# block 1

Block 1, sequential cells grouped by signal name:
Scale: 2 px per um. Other sequential cells in the stronger grey, the rest of the logic in the fainter grey.
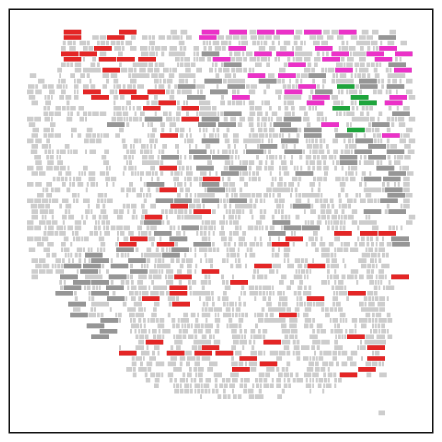

## config.mk

```make
export PLATFORM = sky130hd
export DESIGN_NAME = mult_div_unit
export DESIGN_NICKNAME = d
export VERILOG_FILES = /design/src/rtl/mult_div_unit.sv
export SDC_FILE = /design/constraint.sdc
export NUM_CORES = 1
export LEC_CHECK = 0
export CAP_MARGIN = 20
export CORE_MARGIN = 8
export CORE_UTILIZATION = 45
export CTS_BUF_LIST = sky130_fd_sc_hd__clkbuf_16
export CTS_CLUSTER_SIZE = 28
export DETAILED_ROUTE_END_ITERATION = 16
export PLACE_DENSITY = 0.7
export SYNTH_ARGS = -nofsm -noshare
export SYNTH_HDL_FRONTEND = slang
export SYNTH_SLANG_ARGS = --single-unit
```

## constraint.sdc

```tcl
create_clock -name clk -period 9.7 [get_ports clk]
set_input_delay 2.425 -clock clk [delete_from_list [all_inputs] [get_ports clk]]
set_output_delay 2.425 -clock clk [all_outputs]
set_load 0.01 [all_outputs]
```

## src/rtl/mult_div_unit.sv

```systemverilog
// rtl/mult_div_unit.sv - iterative HI/LO multiply/divide unit (MULT, MULTU, DIV, DIVU, MTHI, MTLO)
//
// Radix-2 shift-add multiplier and restoring divider sharing one 2*WIDTH accumulator.
// An operation takes WIDTH+1 cycles from the start edge to the done pulse.
//
// Ports:
//   clk, rst           clock, asynchronous active-high reset
//   start, op          request an operation (00 MULT, 01 MULTU, 10 DIV, 11 DIVU), sampled when idle
//   operand_a/b        rs / rt values (multiplicand/dividend, multiplier/divisor)
//   mthi, mtlo, wdata  direct writes of hi/lo, accepted only when idle
//   hi, lo             HI/LO registers
//   busy               operation in progress
//   done               one-cycle pulse when a new result lands in hi/lo
//   div_by_zero        pulses with done when a divide had a zero divisor
module mult_div_unit #(
  parameter int WIDTH = 32
) (
  input  logic             clk,
  input  logic             rst,
  input  logic             start,
  input  logic [1:0]       op,
  input  logic [WIDTH-1:0] operand_a,
  input  logic [WIDTH-1:0] operand_b,
  input  logic             mthi,
  input  logic             mtlo,
  input  logic [WIDTH-1:0] wdata,
  output logic [WIDTH-1:0] hi,
  output logic [WIDTH-1:0] lo,
  output logic             busy,
  output logic             done,
  output logic             div_by_zero
);

  localparam int CW = $clog2(WIDTH);

  localparam logic [1:0] S_IDLE  = 2'd0;
  localparam logic [1:0] S_CALC  = 2'd1;
  localparam logic [1:0] S_FIXUP = 2'd2;

  logic [1:0]         state;
  logic [CW-1:0]      count;
  logic               op_div;
  logic               sign_a;
  logic               sign_b;
  logic [WIDTH-1:0]   opnd;     // multiplicand (mult) or divisor (div), absolute value
  logic [WIDTH-1:0]   a_raw;    // dividend as presented, returned in hi on divide by zero
  logic [2*WIDTH-1:0] acc;      // mult: {partial product, multiplier}; div: {remainder, quotient}
  logic [WIDTH-1:0]   hi_r;
  logic [WIDTH-1:0]   lo_r;
  logic               done_r;
  logic               dbz_r;

  // Signed ops are the even opcodes; magnitudes wrap modulo 2^WIDTH, so -2^(W-1) stays 0x80..0.
  logic             start_signed;
  logic [WIDTH-1:0] a_abs;
  logic [WIDTH-1:0] b_abs;

  assign start_signed = ~op[0];
  assign a_abs = (start_signed && operand_a[WIDTH-1]) ? -operand_a : operand_a;
  assign b_abs = (start_signed && operand_b[WIDTH-1]) ? -operand_b : operand_b;

  // One iteration of the selected algorithm.
  logic [WIDTH:0]     mul_sum;
  logic [WIDTH:0]     rem_sh;
  logic [WIDTH:0]     rem_diff;
  logic [2*WIDTH-1:0] acc_step;

  always_comb begin
    mul_sum  = {1'b0, acc[2*WIDTH-1:WIDTH]} + (acc[0] ? {1'b0, opnd} : '0);
    rem_sh   = {acc[2*WIDTH-1:WIDTH], acc[WIDTH-1]};
    rem_diff = rem_sh - {1'b0, opnd};
    acc_step = acc;
    if (!op_div) begin
      acc_step = {mul_sum, acc[WIDTH-1:1]};
    end else if (!rem_diff[WIDTH]) begin
      // No borrow: shifted remainder was >= divisor.
      acc_step = {rem_diff[WIDTH-1:0], acc[WIDTH-2:0], 1'b1};
    end else begin
      acc_step = {rem_sh[WIDTH-1:0], acc[WIDTH-2:0], 1'b0};
    end
  end

  // Sign correction and divide-by-zero substitution applied on the completion edge.
  logic [2*WIDTH-1:0] prod_fix;
  logic [WIDTH-1:0]   res_hi;
  logic [WIDTH-1:0]   res_lo;
  logic               res_dbz;

  always_comb begin
    prod_fix = (sign_a ^ sign_b) ? -acc : acc;
    res_hi   = prod_fix[2*WIDTH-1:WIDTH];
    res_lo   = prod_fix[WIDTH-1:0];
    res_dbz  = 1'b0;
    if (op_div) begin
      if (opnd == '0) begin
        res_hi  = a_raw;
        res_lo  = '1;
        res_dbz = 1'b1;
      end else begin
        res_lo = (sign_a ^ sign_b) ? -acc[WIDTH-1:0] : acc[WIDTH-1:0];
        res_hi = sign_a ? -acc[2*WIDTH-1:WIDTH] : acc[2*WIDTH-1:WIDTH];
      end
    end
  end

  always_ff @(posedge clk or posedge rst) begin
    if (rst) begin
      state  <= S_IDLE;
      count  <= '0;
      op_div <= 1'b0;
      sign_a <= 1'b0;
      sign_b <= 1'b0;
      opnd   <= '0;
      a_raw  <= '0;
      acc    <= '0;
      hi_r   <= '0;
      lo_r   <= '0;
      done_r <= 1'b0;
      dbz_r  <= 1'b0;
    end else begin
      done_r <= 1'b0;
      dbz_r  <= 1'b0;
      case (state)
        S_IDLE: begin
          if (mthi) hi_r <= wdata;
          if (mtlo) lo_r <= wdata;
          if (start) begin
            state  <= S_CALC;
            count  <= '0;
            op_div <= op[1];
            sign_a <= start_signed & operand_a[WIDTH-1];
            sign_b <= start_signed & operand_b[WIDTH-1];
            a_raw  <= operand_a;
            opnd   <= op[1] ? b_abs : a_abs;
            acc    <= {{WIDTH{1'b0}}, (op[1] ? a_abs : b_abs)};
          end
        end
        S_CALC: begin
          acc   <= acc_step;
          count <= count + 1'b1;
          if (count == CW'(WIDTH - 1)) state <= S_FIXUP;
        end
        S_FIXUP: begin
          hi_r   <= res_hi;
          lo_r   <= res_lo;
          dbz_r  <= res_dbz;
          done_r <= 1'b1;
          state  <= S_IDLE;
        end
        default: state <= S_IDLE;
      endcase
    end
  end

  assign hi          = hi_r;
  assign lo          = lo_r;
  assign busy        = (state != S_IDLE);
  assign done        = done_r;
  assign div_by_zero = dbz_r;

endmodule

```

# block 2

[src/rtl/picobello_dummy_tile_slv.sv]
// AXI4 error responder for empty mesh positions: answers every read with a poison burst and
// drains every write, both with DECERR. Optional error counter: PICOBELLO_DUMMY_TILE_ERRCNT_EN.

package picobello_dummy_tile_pkg;
  localparam int unsigned IdW   = 4;
  localparam int unsigned AddrW = 48;
  localparam int unsigned DataW = 64;

  typedef struct packed {
    logic [IdW-1:0]   id;
    logic [AddrW-1:0] addr;
    logic [7:0]       len;
  } ax_chan_t;

  typedef struct packed {
    logic last;
  } w_chan_t;

  typedef struct packed {
    logic [IdW-1:0] id;
    logic [1:0]     resp;
  } b_chan_t;

  typedef struct packed {
    logic [IdW-1:0]   id;
    logic [DataW-1:0] data;
    logic [1:0]       resp;
    logic             last;
  } r_chan_t;

  typedef struct packed {
    ax_chan_t aw;
    logic     aw_valid;
    w_chan_t  w;
    logic     w_valid;
    logic     b_ready;
    ax_chan_t ar;
    logic     ar_valid;
    logic     r_ready;
  } axi_req_t;

  typedef struct packed {
    logic    aw_ready;
    logic    ar_ready;
    logic    w_ready;
    logic    b_valid;
    b_chan_t b;
    logic    r_valid;
    r_chan_t r;
  } axi_rsp_t;
endpackage

module picobello_dummy_tile_slv #(
  parameter type         axi_req_t  = picobello_dummy_tile_pkg::axi_req_t,
  parameter type         axi_rsp_t  = picobello_dummy_tile_pkg::axi_rsp_t,
  parameter int unsigned DataWidth  = 64,
  parameter int unsigned IdWidth    = 4,
  parameter int unsigned MaxWrTxns  = 4,
  parameter logic [31:0] PoisonWord = 32'hBADCAB1E
) (
  input  logic        clk_i,
  input  logic        rst_ni,
  input  logic        test_mode_i,
  input  axi_req_t    axi_req_i,
  output axi_rsp_t    axi_rsp_o,
  output logic [31:0] err_cnt_o
);

  localparam logic [1:0]  RespDecErr = 2'b11;
  localparam int unsigned PtrW       = (MaxWrTxns > 1) ? $clog2(MaxWrTxns) : 1;
  localparam int unsigned CntW       = $clog2(MaxWrTxns + 1);

  typedef enum logic { W_IDLE, W_DRAIN } w_state_e;
  typedef enum logic { R_IDLE, R_BURST } r_state_e;

  // Handshake rule on every channel: a beat transfers on the rising edge where valid and ready
  // are both high; valid/payload driven here depend only on flops, never on the incoming ready.
  w_state_e           w_state_q;
  logic               aw_en_q, w_ready_q;
  logic [IdWidth-1:0] w_id_q;
  logic               aw_ready, aw_hs, w_hs, b_hs;

  r_state_e           r_state_q;
  logic               ar_ready_q, r_valid_q, r_last_q;
  logic [IdWidth-1:0] r_id_q;
  logic [8:0]         r_cnt_q;
  logic               ar_hs, r_hs;

  logic [IdWidth-1:0] mem_q [MaxWrTxns];
  logic [PtrW-1:0]    wr_ptr_q, rd_ptr_q;
  logic [CntW-1:0]    cnt_q;
  logic               fifo_full, fifo_empty, push;

  assign fifo_full  = (cnt_q == CntW'(MaxWrTxns));
  assign fifo_empty = (cnt_q == '0);

  assign aw_ready = aw_en_q & ~fifo_full;
  assign aw_hs    = axi_req_i.aw_valid & aw_ready;
  assign w_hs     = axi_req_i.w_valid & w_ready_q;
  assign push     = w_hs & axi_req_i.w.last;
  assign b_hs     = ~fifo_empty & axi_req_i.b_ready;
  assign ar_hs    = axi_req_i.ar_valid & ar_ready_q;
  assign r_hs     = r_valid_q & axi_req_i.r_ready;

  function automatic logic [PtrW-1:0] ptr_inc(input logic [PtrW-1:0] p);
    return (p == PtrW'(MaxWrTxns - 1)) ? '0 : p + PtrW'(1);
  endfunction

  always_ff @(posedge clk_i or negedge rst_ni) begin : p_wr_fsm
    if (!rst_ni) begin
      w_state_q <= W_IDLE;
      aw_en_q   <= 1'b0;
      w_ready_q <= 1'b0;
      w_id_q    <= '0;
    end else begin
      unique case (w_state_q)
        W_IDLE: begin
          aw_en_q <= 1'b1;
          if (aw_hs) begin
            w_id_q    <= axi_req_i.aw.id;
            aw_en_q   <= 1'b0;
            w_ready_q <= 1'b1;
            w_state_q <= W_DRAIN;
          end
        end
        W_DRAIN: begin
          // The burst ends on w.last alone; the AW length is deliberately not trusted.
          if (push) begin
            aw_en_q   <= 1'b1;
            w_ready_q <= 1'b0;
            w_state_q <= W_IDLE;
          end
        end
      endcase
    end
  end

  // Pending-B FIFO; AW is held off while full, so a push never meets a full FIFO without a pop.
  always_ff @(posedge clk_i or negedge rst_ni) begin : p_b_fifo
    if (!rst_ni) begin
      for (int i = 0; i < MaxWrTxns; i++) mem_q[i] <= '0;
      wr_ptr_q <= '0;
      rd_ptr_q <= '0;
      cnt_q    <= '0;
    end else begin
      if (push) begin
        mem_q[wr_ptr_q] <= w_id_q;
        wr_ptr_q        <= ptr_inc(wr_ptr_q);
      end
      if (b_hs) rd_ptr_q <= ptr_inc(rd_ptr_q);
      cnt_q <= cnt_q + CntW'(push) - CntW'(b_hs);
    end
  end

  always_ff @(posedge clk_i or negedge rst_ni) begin : p_rd_fsm
    if (!rst_ni) begin
      r_state_q  <= R_IDLE;
      ar_ready_q <= 1'b0;
      r_valid_q  <= 1'b0;
      r_last_q   <= 1'b0;
      r_id_q     <= '0;
      r_cnt_q    <= '0;
    end else begin
      unique case (r_state_q)
        R_IDLE: begin
          ar_ready_q <= 1'b1;
          if (ar_hs) begin
            r_id_q     <= axi_req_i.ar.id;
            r_cnt_q    <= {1'b0, axi_req_i.ar.len};
            r_last_q   <= (axi_req_i.ar.len == 8'd0);
            r_valid_q  <= 1'b1;
            ar_ready_q <= 1'b0;
            r_state_q  <= R_BURST;
          end
        end
        R_BURST: begin
          if (r_hs) begin
            if (r_last_q) begin
              r_valid_q  <= 1'b0;
              r_last_q   <= 1'b0;
              ar_ready_q <= 1'b1;
              r_state_q  <= R_IDLE;
            end else begin
              r_cnt_q  <= r_cnt_q - 9'd1;
              r_last_q <= (r_cnt_q == 9'd1);
            end
          end
        end
      endcase
    end
  end

`ifdef PICOBELLO_DUMMY_TILE_ERRCNT_EN
  logic [31:0] err_cnt_q;
  logic [32:0] err_sum;
  logic        r_last_hs;

  assign r_last_hs = r_hs & r_last_q;
  assign err_sum   = {1'b0, err_cnt_q} + {32'd0, b_hs} + {32'd0, r_last_hs};

  always_ff @(posedge clk_i or negedge rst_ni) begin : p_err_cnt
    if (!rst_ni) begin
      err_cnt_q <= '0;
    end else if (b_hs || r_last_hs) begin
      err_cnt_q <= err_sum[32] ? '1 : err_sum[31:0];
    end
  end

  assign err_cnt_o = err_cnt_q;
`else
  assign err_cnt_o = '0;
`endif

  always_comb begin
    axi_rsp_o          = '0;
    axi_rsp_o.aw_ready = aw_ready;
    axi_rsp_o.w_ready  = w_ready_q;
    axi_rsp_o.ar_ready = ar_ready_q;
    axi_rsp_o.b_valid  = ~fifo_empty;
    axi_rsp_o.b.id     = fifo_empty ? '0 : mem_q[rd_ptr_q];
    axi_rsp_o.b.resp   = fifo_empty ? 2'b00 : RespDecErr;
    axi_rsp_o.r_valid  = r_valid_q;
    axi_rsp_o.r.id     = r_valid_q ? r_id_q : '0;
    axi_rsp_o.r.data   = r_valid_q ? {(DataWidth / 32){PoisonWord}} : '0;
    axi_rsp_o.r.resp   = r_valid_q ? RespDecErr : 2'b00;
    axi_rsp_o.r.last   = r_last_q;
  end

  logic unused_bits;
  assign unused_bits = ^{test_mode_i, axi_req_i.aw.addr, axi_req_i.aw.len, axi_req_i.ar.addr};

endmodule

[config.mk]
export PLATFORM = sky130hd
export DESIGN_NAME = picobello_dummy_tile_slv
export DESIGN_NICKNAME = d
export VERILOG_FILES = /design/src/rtl/picobello_dummy_tile_slv.sv
export SDC_FILE = /design/constraint.sdc
export NUM_CORES = 1
export LEC_CHECK = 0
export ABC_AREA = 1
export CAP_MARGIN = 20
export CORE_MARGIN = 10
export CORE_UTILIZATION = 37
export DETAILED_ROUTE_END_ITERATION = 7
export PLACE_DENSITY = 0.95
export SLEW_MARGIN = 0
export SYNTH_ARGS = -nofsm -noshare
export SYNTH_HDL_FRONTEND = slang
export SYNTH_SLANG_ARGS = --single-unit
export TNS_END_PERCENT = 1
[constraint.sdc]
create_clock -name clk_i -period 3.4 [get_ports clk_i]
set_clock_uncertainty 0.2 [all_clocks]
set_input_delay 0.68 -clock clk_i [delete_from_list [all_inputs] [get_ports clk_i]]
set_output_delay 0.68 -clock clk_i [all_outputs]
set_load 0.005 [all_outputs]
# block 3

**config.mk**
```make
export PLATFORM = sky130hd
export DESIGN_NAME = mouse_click_filter
export DESIGN_NICKNAME = d
export VERILOG_FILES = /design/src/rtl/mouse_click_filter.sv
export SDC_FILE = /design/constraint.sdc
export NUM_CORES = 1
export LEC_CHECK = 0
export ABC_AREA = 1
export CAP_MARGIN = 20
export CORE_UTILIZATION = 48
export CTS_CLUSTER_SIZE = 14
export DETAILED_ROUTE_END_ITERATION = 16
export MAX_ROUTING_LAYER = met4
export PLACE_DENSITY = 0.86
export SLEW_MARGIN = 20
export SYNTH_ARGS = -nofsm -noshare
export SYNTH_HDL_FRONTEND = slang
export SYNTH_SLANG_ARGS = --single-unit
export TNS_END_PERCENT = 100
```
**constraint.sdc**
```tcl
create_clock -name clk -period 2.3 [get_ports clk]
set_clock_uncertainty 0.2 [all_clocks]
set_input_delay 0.575 -clock clk [delete_from_list [all_inputs] [get_ports clk]]
set_output_delay 0.575 -clock clk [all_outputs]
set_load 0.05 [all_outputs]
```
**src/rtl/mouse_click_filter.sv**
```systemverilog
// Conditions raw PS/2 mouse data: clamps the cursor to the visible area and
// synchronizes and debounces the left button into a clean level, a click pulse and a click position.
module mouse_click_filter #(
  parameter int XMAX            = 1023,
  parameter int YMAX            = 767,
  parameter int DEBOUNCE_CYCLES = 65000,
  parameter int CNT_WIDTH       = 17
) (
  input  logic        clk,
  input  logic        rst,
  input  logic [11:0] xpos_in,
  input  logic [11:0] ypos_in,
  input  logic        left_in,
  output logic [11:0] xpos_out,
  output logic [11:0] ypos_out,
  output logic        left_button,
  output logic        click,
  output logic [11:0] xpos_click,
  output logic [11:0] ypos_click
);

  typedef enum logic [1:0] {
    IDLE         = 2'd0,
    PRESS_WAIT   = 2'd1,
    PRESSED      = 2'd2,
    RELEASE_WAIT = 2'd3
  } state_t;

  localparam logic [11:0]          XMAX_V   = 12'(XMAX);
  localparam logic [11:0]          YMAX_V   = 12'(YMAX);
  localparam logic [CNT_WIDTH-1:0] CNT_LAST = CNT_WIDTH'(DEBOUNCE_CYCLES - 1);

  state_t               state, state_next;
  logic [CNT_WIDTH-1:0] cnt, cnt_next;
  logic                 s1, s2;
  logic                 left_s;
  logic [11:0]          xc, yc;
  logic                 click_next;
  logic                 latch_pos;

  assign left_s = s2;
  assign xc     = (xpos_in > XMAX_V) ? XMAX_V : xpos_in;
  assign yc     = (ypos_in > YMAX_V) ? YMAX_V : ypos_in;

  // A release of left_s always wins over a completed count, so a glitch
  // ending exactly on the last debounce cycle is still rejected.
  always_comb begin
    state_next = state;
    cnt_next   = cnt;
    click_next = 1'b0;
    latch_pos  = 1'b0;
    case (state)
      IDLE: begin
        if (left_s) begin
          state_next = PRESS_WAIT;
          cnt_next   = '0;
        end
      end
      PRESS_WAIT: begin
        if (!left_s) begin
          state_next = IDLE;
        end else if (cnt == CNT_LAST) begin
          state_next = PRESSED;
          click_next = 1'b1;
          latch_pos  = 1'b1;
        end else begin
          cnt_next = cnt + 1'b1;
        end
      end
      PRESSED: begin
        if (!left_s) begin
          state_next = RELEASE_WAIT;
          cnt_next   = '0;
        end
      end
      RELEASE_WAIT: begin
        if (left_s) begin
          state_next = PRESSED;
        end else if (cnt == CNT_LAST) begin
          state_next = IDLE;
        end else begin
          cnt_next = cnt + 1'b1;
        end
      end
      default: begin
        state_next = IDLE;
        cnt_next   = '0;
      end
    endcase
  end

  always_ff @(posedge clk) begin
    if (rst) begin
      state       <= IDLE;
      cnt         <= '0;
      s1          <= 1'b0;
      s2          <= 1'b0;
      xpos_out    <= '0;
      ypos_out    <= '0;
      left_button <= 1'b0;
      click       <= 1'b0;
      xpos_click  <= '0;
      ypos_click  <= '0;
    end else begin
      state       <= state_next;
      cnt         <= cnt_next;
      s1          <= left_in;
      s2          <= s1;
      xpos_out    <= xc;
      ypos_out    <= yc;
      left_button <= (state_next == PRESSED) || (state_next == RELEASE_WAIT);
      click       <= click_next;
      if (latch_pos) begin
        xpos_click <= xc;
        ypos_click <= yc;
      end
    end
  end

endmodule

```

## Gallery

Routing congestion map.
panel A
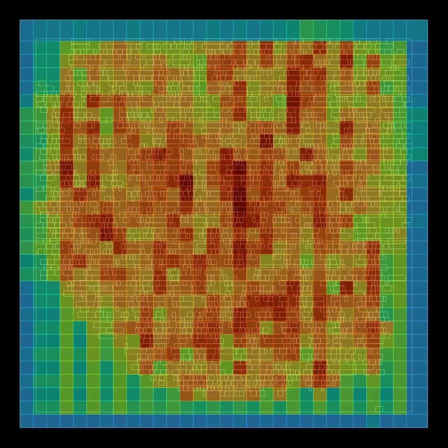
panel B
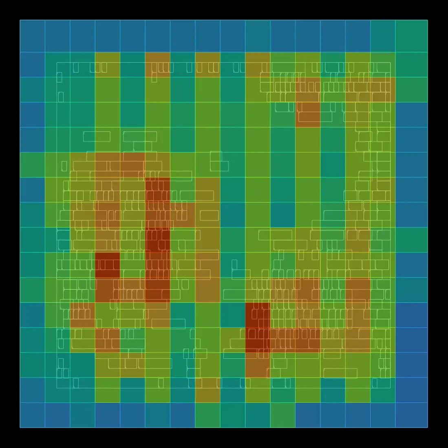
panel C
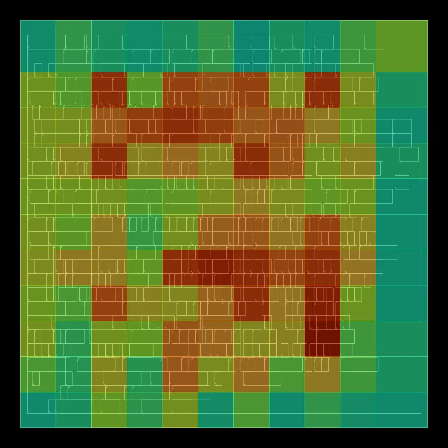
| from | picture |
|---|---|
| block 1 | panel A |
| block 3 | panel C |
| block 2 | panel B |
Of these, lowest track usage: panel B
Of these, highest utilization: panel C

Block 1, zoomed window:
Region (146, 146) to (171, 171) um. Cells in grey, sequential cells in the stronger grey; small squares are vias.
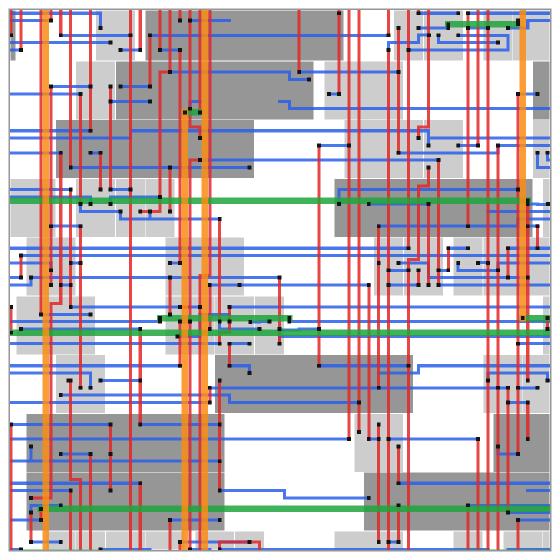
legend:
  red:
    layer: met2
  green:
    layer: met3
  orange:
    layer: met4
  blue:
    layer: met1
sequential cells in the window: 8
cells with their middle in the window: 34
most frequent: nand2_1 (8), dfrtp_1 (8), o21ai_0 (6)
netlist names of flops here include: `hi` (3), `lo` (3)

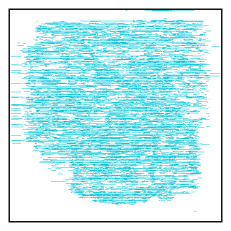
Block 1: met1 routing
Scale: 1 px per um.
main direction: horizontal
wire length on this layer: 28.3 mm
longest straight run: 80.5 um

Notes on 'sequential cells grouped by signal name' of block 1 above:
legend:
  magenta:
    name_in_the_netlist: `lo`
    flops: 32
  red:
    name_in_the_netlist: `acc`
    flops: 64
    where: spread over the die
  green:
    name_in_the_netlist: `count`
    flops: 5
    where: upper right
not coloured: 103

==> results.yml, block 1 <==
# flow metrics
outcome:
  status: "finished clean"
yosys:
  ys.flops: 204
  simple_gate_share_pct: 20.1
  synthTopLogicFamily: "AND-OR/OR-AND gates"
  syn_avg_cell_area_sq_um: 7.71
  synth_stat.cells: 2220
  flop_cell: "dfrtp_1"
place:
  place.gp.congestion: 0.978
  post-place-cells: 2764
detailed_routing:
  drt-initial-drc-count: 1837
  wl_um: 66400
  routedWlPerCell_um: 23.6
  viasPerCell: 6.26
cells_and_area:
  area_delta_synth_final_pct: 15.9
  sh_comb_area_pct: 56.3
  seq_share_pct: 25.7
  drive_gt1_share_pct: 4.44
timing:
  rsz0062_at_grt: "no"
  slew_viol_final: 0
  fmax_ghz: 0.188
  period_used_pct: 54.8
pwr:
  ir_drop_uv: 139
  combPwrFrac_pct: 64.1
worst_setup_path:
  ff2ff_setup_slack_ns: 5.23
clock_tree:
  cts_resized: 0
  path_clk_slew_ns: 0.06
global_route:
  overflow: 0
## block 1: synth_stat cells (55+ instances only)
cell type  count  area share [%]
clkbuf_1     125             2.7
o21ai_0      210             6.1
nor2_1       185             4.1
nand2_1      304             6.7
xnor2_1       96             4.9
mux2i_1       55             3.2
nor3_1        55             1.6
a21oi_1      183             5.4
inv_1         70             1.5
ha_1          70             5.1
xor2_1        91             4.7
dfrtp_1      204              30
## block 1: routing by layer
metal	wire, um	part of all wire, %
met3	6290	9.5
met4	2140	3.2
met5	0	0
met2	29600	45
met1	28300	43
## block 1: power groups by stage
stage                     clock network, W  registers, W  logic, W
after CTS                         0.000901       0.00186   0.00486
after floorplan                          0       0.00160   0.00355
final                             0.000899       0.00188   0.00496
after global placement                   0       0.00186   0.00474
after global routing              0.000935       0.00193   0.00540
after detailed placement                 0       0.00188   0.00484
## block 1: critical path, cell delays in order
cell             delay, ns
clkdlybuf4s50_1       0.47
inv_1                 0.10
ha_1                  0.17
nor3b_1               0.54
nand4b_1              0.34
nor3_1                0.74
a21oi_1               0.18
xor2_1                0.22
nor2_1                0.06
a211oi_1              0.29
a211oi_1              0.07
a21oi_1               0.15
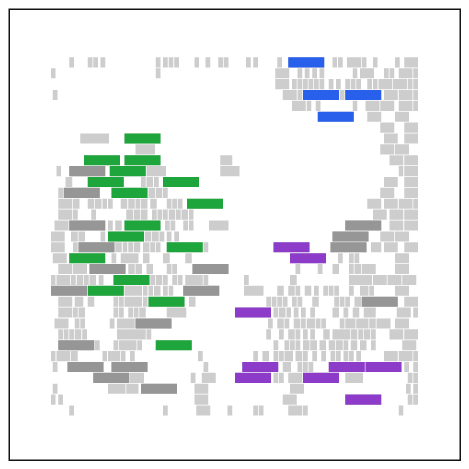
Block 2: sequential cells grouped by signal name
Scale: 4 px per um. Other sequential cells in the stronger grey, the rest of the logic in the fainter grey.
legend:
  green:
    name_in_the_netlist: `mem_q`
    flops: 16
    where: middle left
  purple:
    name_in_the_netlist: `r_cnt_q`
    flops: 9
  blue:
    name_in_the_netlist: `r_id_q`
    flops: 4
not coloured: 18

==> results.yml, block 2 <==
# flow metrics
place:
  pre_cts_ws_ns: 0.466
  place_hpwl_um: 5770
pwr:
  p_int_w: 0.00122
  seq_power_w: 0.000852
  p_per_area_nw_per_um2: 532
  p_leak_nw: 1.78
global_route:
  overflow: 0
  grt.total_usage_pct: 10.6
  grtUsageMet1_pct: 10.9
  grt_use_met2_pct: 19.0
  grt.busiest_layer: "met2"
yosys:
  syn_avg_cell_area_sq_um: 7.83
  synth-edff-count: 0
  ys_types: 29
  ys.flops: 47
detailed_routing:
  met3_length_um: 824
  wl_um: 7130
  firstDrtPassIters: 4
cells_and_area:
  clock_buffers: 7
  area_delta_synth_final_pct: 13.8
  mostFrequentLayoutCells: "nand2_1, clkdlybuf4s50_1, conb_1"
  largest_reg_flops: 16
  largest_cell_class: "combinational gates"
  sh_comb_area_pct: 34.4
worst_setup_path:
  cpPeakStageDelay_ns: 0.55
  cp_num_buf_inv: 2
  ff2ff_setup_slack_ns: 0.79
  startpoint_type: "flip-flop"
clock_tree:
  cts_buffer_depth: 2
  cts_tree: "done"
outcome:
  status: "finished clean"
-- block 2: kinds of logic after synthesis --
group / after synthesis / share of synthesized area, %
XOR/XNOR: 3 / 0.832
buffers and inverters: 147 / 30.3
adder cells (fa/ha/maj): 10 / 4.20
other: 1 / 0.119
flip-flops: 47 / 37.3
AND-OR/OR-AND: 56 / 9.47
AND/OR/NAND/NOR: 139 / 17.8
-- block 2: Yosys cell counts (2+ instances only) --
| master | n |
|---|---|
| buf_4 | 105 |
| nand2_1 | 87 |
| dfrtp_1 | 47 |
| inv_1 | 33 |
| nor2_1 | 32 |
| o21ai_0 | 32 |
| o21ai_1 | 14 |
| nand3_1 | 12 |
| ha_1 | 9 |
| a21oi_1 | 6 |
| inv_2 | 4 |
| buf_2 | 3 |
| nor3_1 | 2 |
| xnor2_1 | 2 |
-- block 2: metrics by stage --
step / area, sq um / utilization [%]
2_1_floorplan: 3370 / -
4_1_cts: 3570 / 43.3
3_3_place_gp: 3480 / 42.1
6_report: 3590 / 43.5
3_5_place_dp: 3480 / 42.1
5_1_grt: 3590 / 43.5
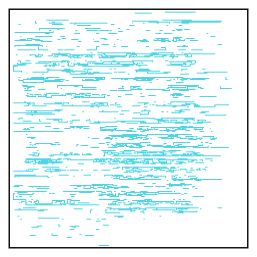
Block 3: met1 routing
Scale: 3 px per um.
main direction: horizontal
nets with wire on the layer: 460
longest straight run: 22.1 um

==> results.yml, block 3 <==
# flow metrics
outcome:
  status: "finished clean"
floorplanning:
  die-width_um: 79.0
  io_pins: 77
  initCoreUtil_pct: 50.8
  rows: 27
  fp.dieH_um: 79.0
detailed_routing:
  firstDrtPassIters: 4
  routedWlPerCell_um: 12.5
  remaining_drc_errors: 0
  drt-initial-drc-count: 190
timing:
  worst_pin_slew_ns: 0.541
  slew_headroom_pct: 64.1
  fmax_ghz: 0.439
clock_tree:
  path_clk_slew_ns: 0.08
  cts_buffer_depth: 2
  cts_root_buf: "clkbuf_8"
  numCtsBuffers: 9
  post_cts_buffers: 0
yosys:
  ys_seq_share_pct: 49.2
  ys_types: 27
  synthTopLogicFamily: "simple AND/OR/NAND/NOR gates"
  yosysChipArea_sq_um: 2850
  netlist_instances: 393
  top_cells_by_area: "dfxtp_1, nor2_1, nand2_1, inv_1, nand3_1"
  yosysMostFrequentCell: "nor2_1"
  synthXorXnorAreaFrac_pct: 1.23
  synth-warning-count: 0
  yosys.area_share.aoi_pct: 5.05
  async_flop_share_pct: 0
worst_setup_path:
  r2r_start: "cnt[0]"
  worstPathRequired_ns: 1.52
  critical_path_arrival_ns: 1.50
  crit_chain: "clkdlybuf4s50_1"
  crit_family: "buffers and inverters"
  path_max_fanout: 2
cells_and_area:
  mostFrequentLayoutCells: "nor2_1, nand2_1, dfxtp_1"
  fin_util_pct: 69.3
  design_area_sq_um: 3890
  lay_top_count: "nor2_1"
global_route:
  grt_pass1_vias: 2615
  grt.total_usage_pct: 24.2
  antenna_found_initial: 0
  grt_max_degree: 36
pwr:
  p_per_area_nw_per_um2: 644
place:
  pre_cts_ws_ns: 0.140
  post_dp_cell_area_sq_um: 3660
block 3: flip-flops by register name, summed over array words and instances, names as in the netlist:
signal and cells:
ypos_click 12, left_button 1, s1 1, click 1, cnt 17, xpos_out 12
xpos_click 12, left_s 1, ypos_out 12, state 1
block 3: final timing paths:
kind	end	depth (start not counted)
worst min-delay path	left_s	2
worst min register to register	left_s	2
worst max-delay path	ypos_click[6]	1
worst max register to register	cnt[11]	10
block 3: report_power, final:
part | leakage (nW) | internal, W | switching, W
Clock | 0.101 | 0.000509 | 0.000479
Sequential | 0.573 | 0.00124 | 0.00000873
Combinational | 1.15 | 0.000104 | 0.000165
block 3: per-layer routing:
layer	vias up	wire, um	GRT usage, %
li1	1360	-	-
met1	1224	2770	26.3
met2	98	3500	39.2
met3	18	441	9.20
met4	0	204	10.7
met5	-	0	-
block 3: final cells by class:
class	instances	area, sq um
clock buffer	10	128
clock inverter	6	70.1
fill	466	1720
inverter	37	139
multi-input combinational	277	1240
sequential	70	1400
tap	72	90.1
timing repair buffer	80	825
block 3: repair_timing:
action,CTS,global route
setup endpoints to repair,1,12
pin swaps,0,0
gates resized,1,12

Power and IR drop assume default switching activity.
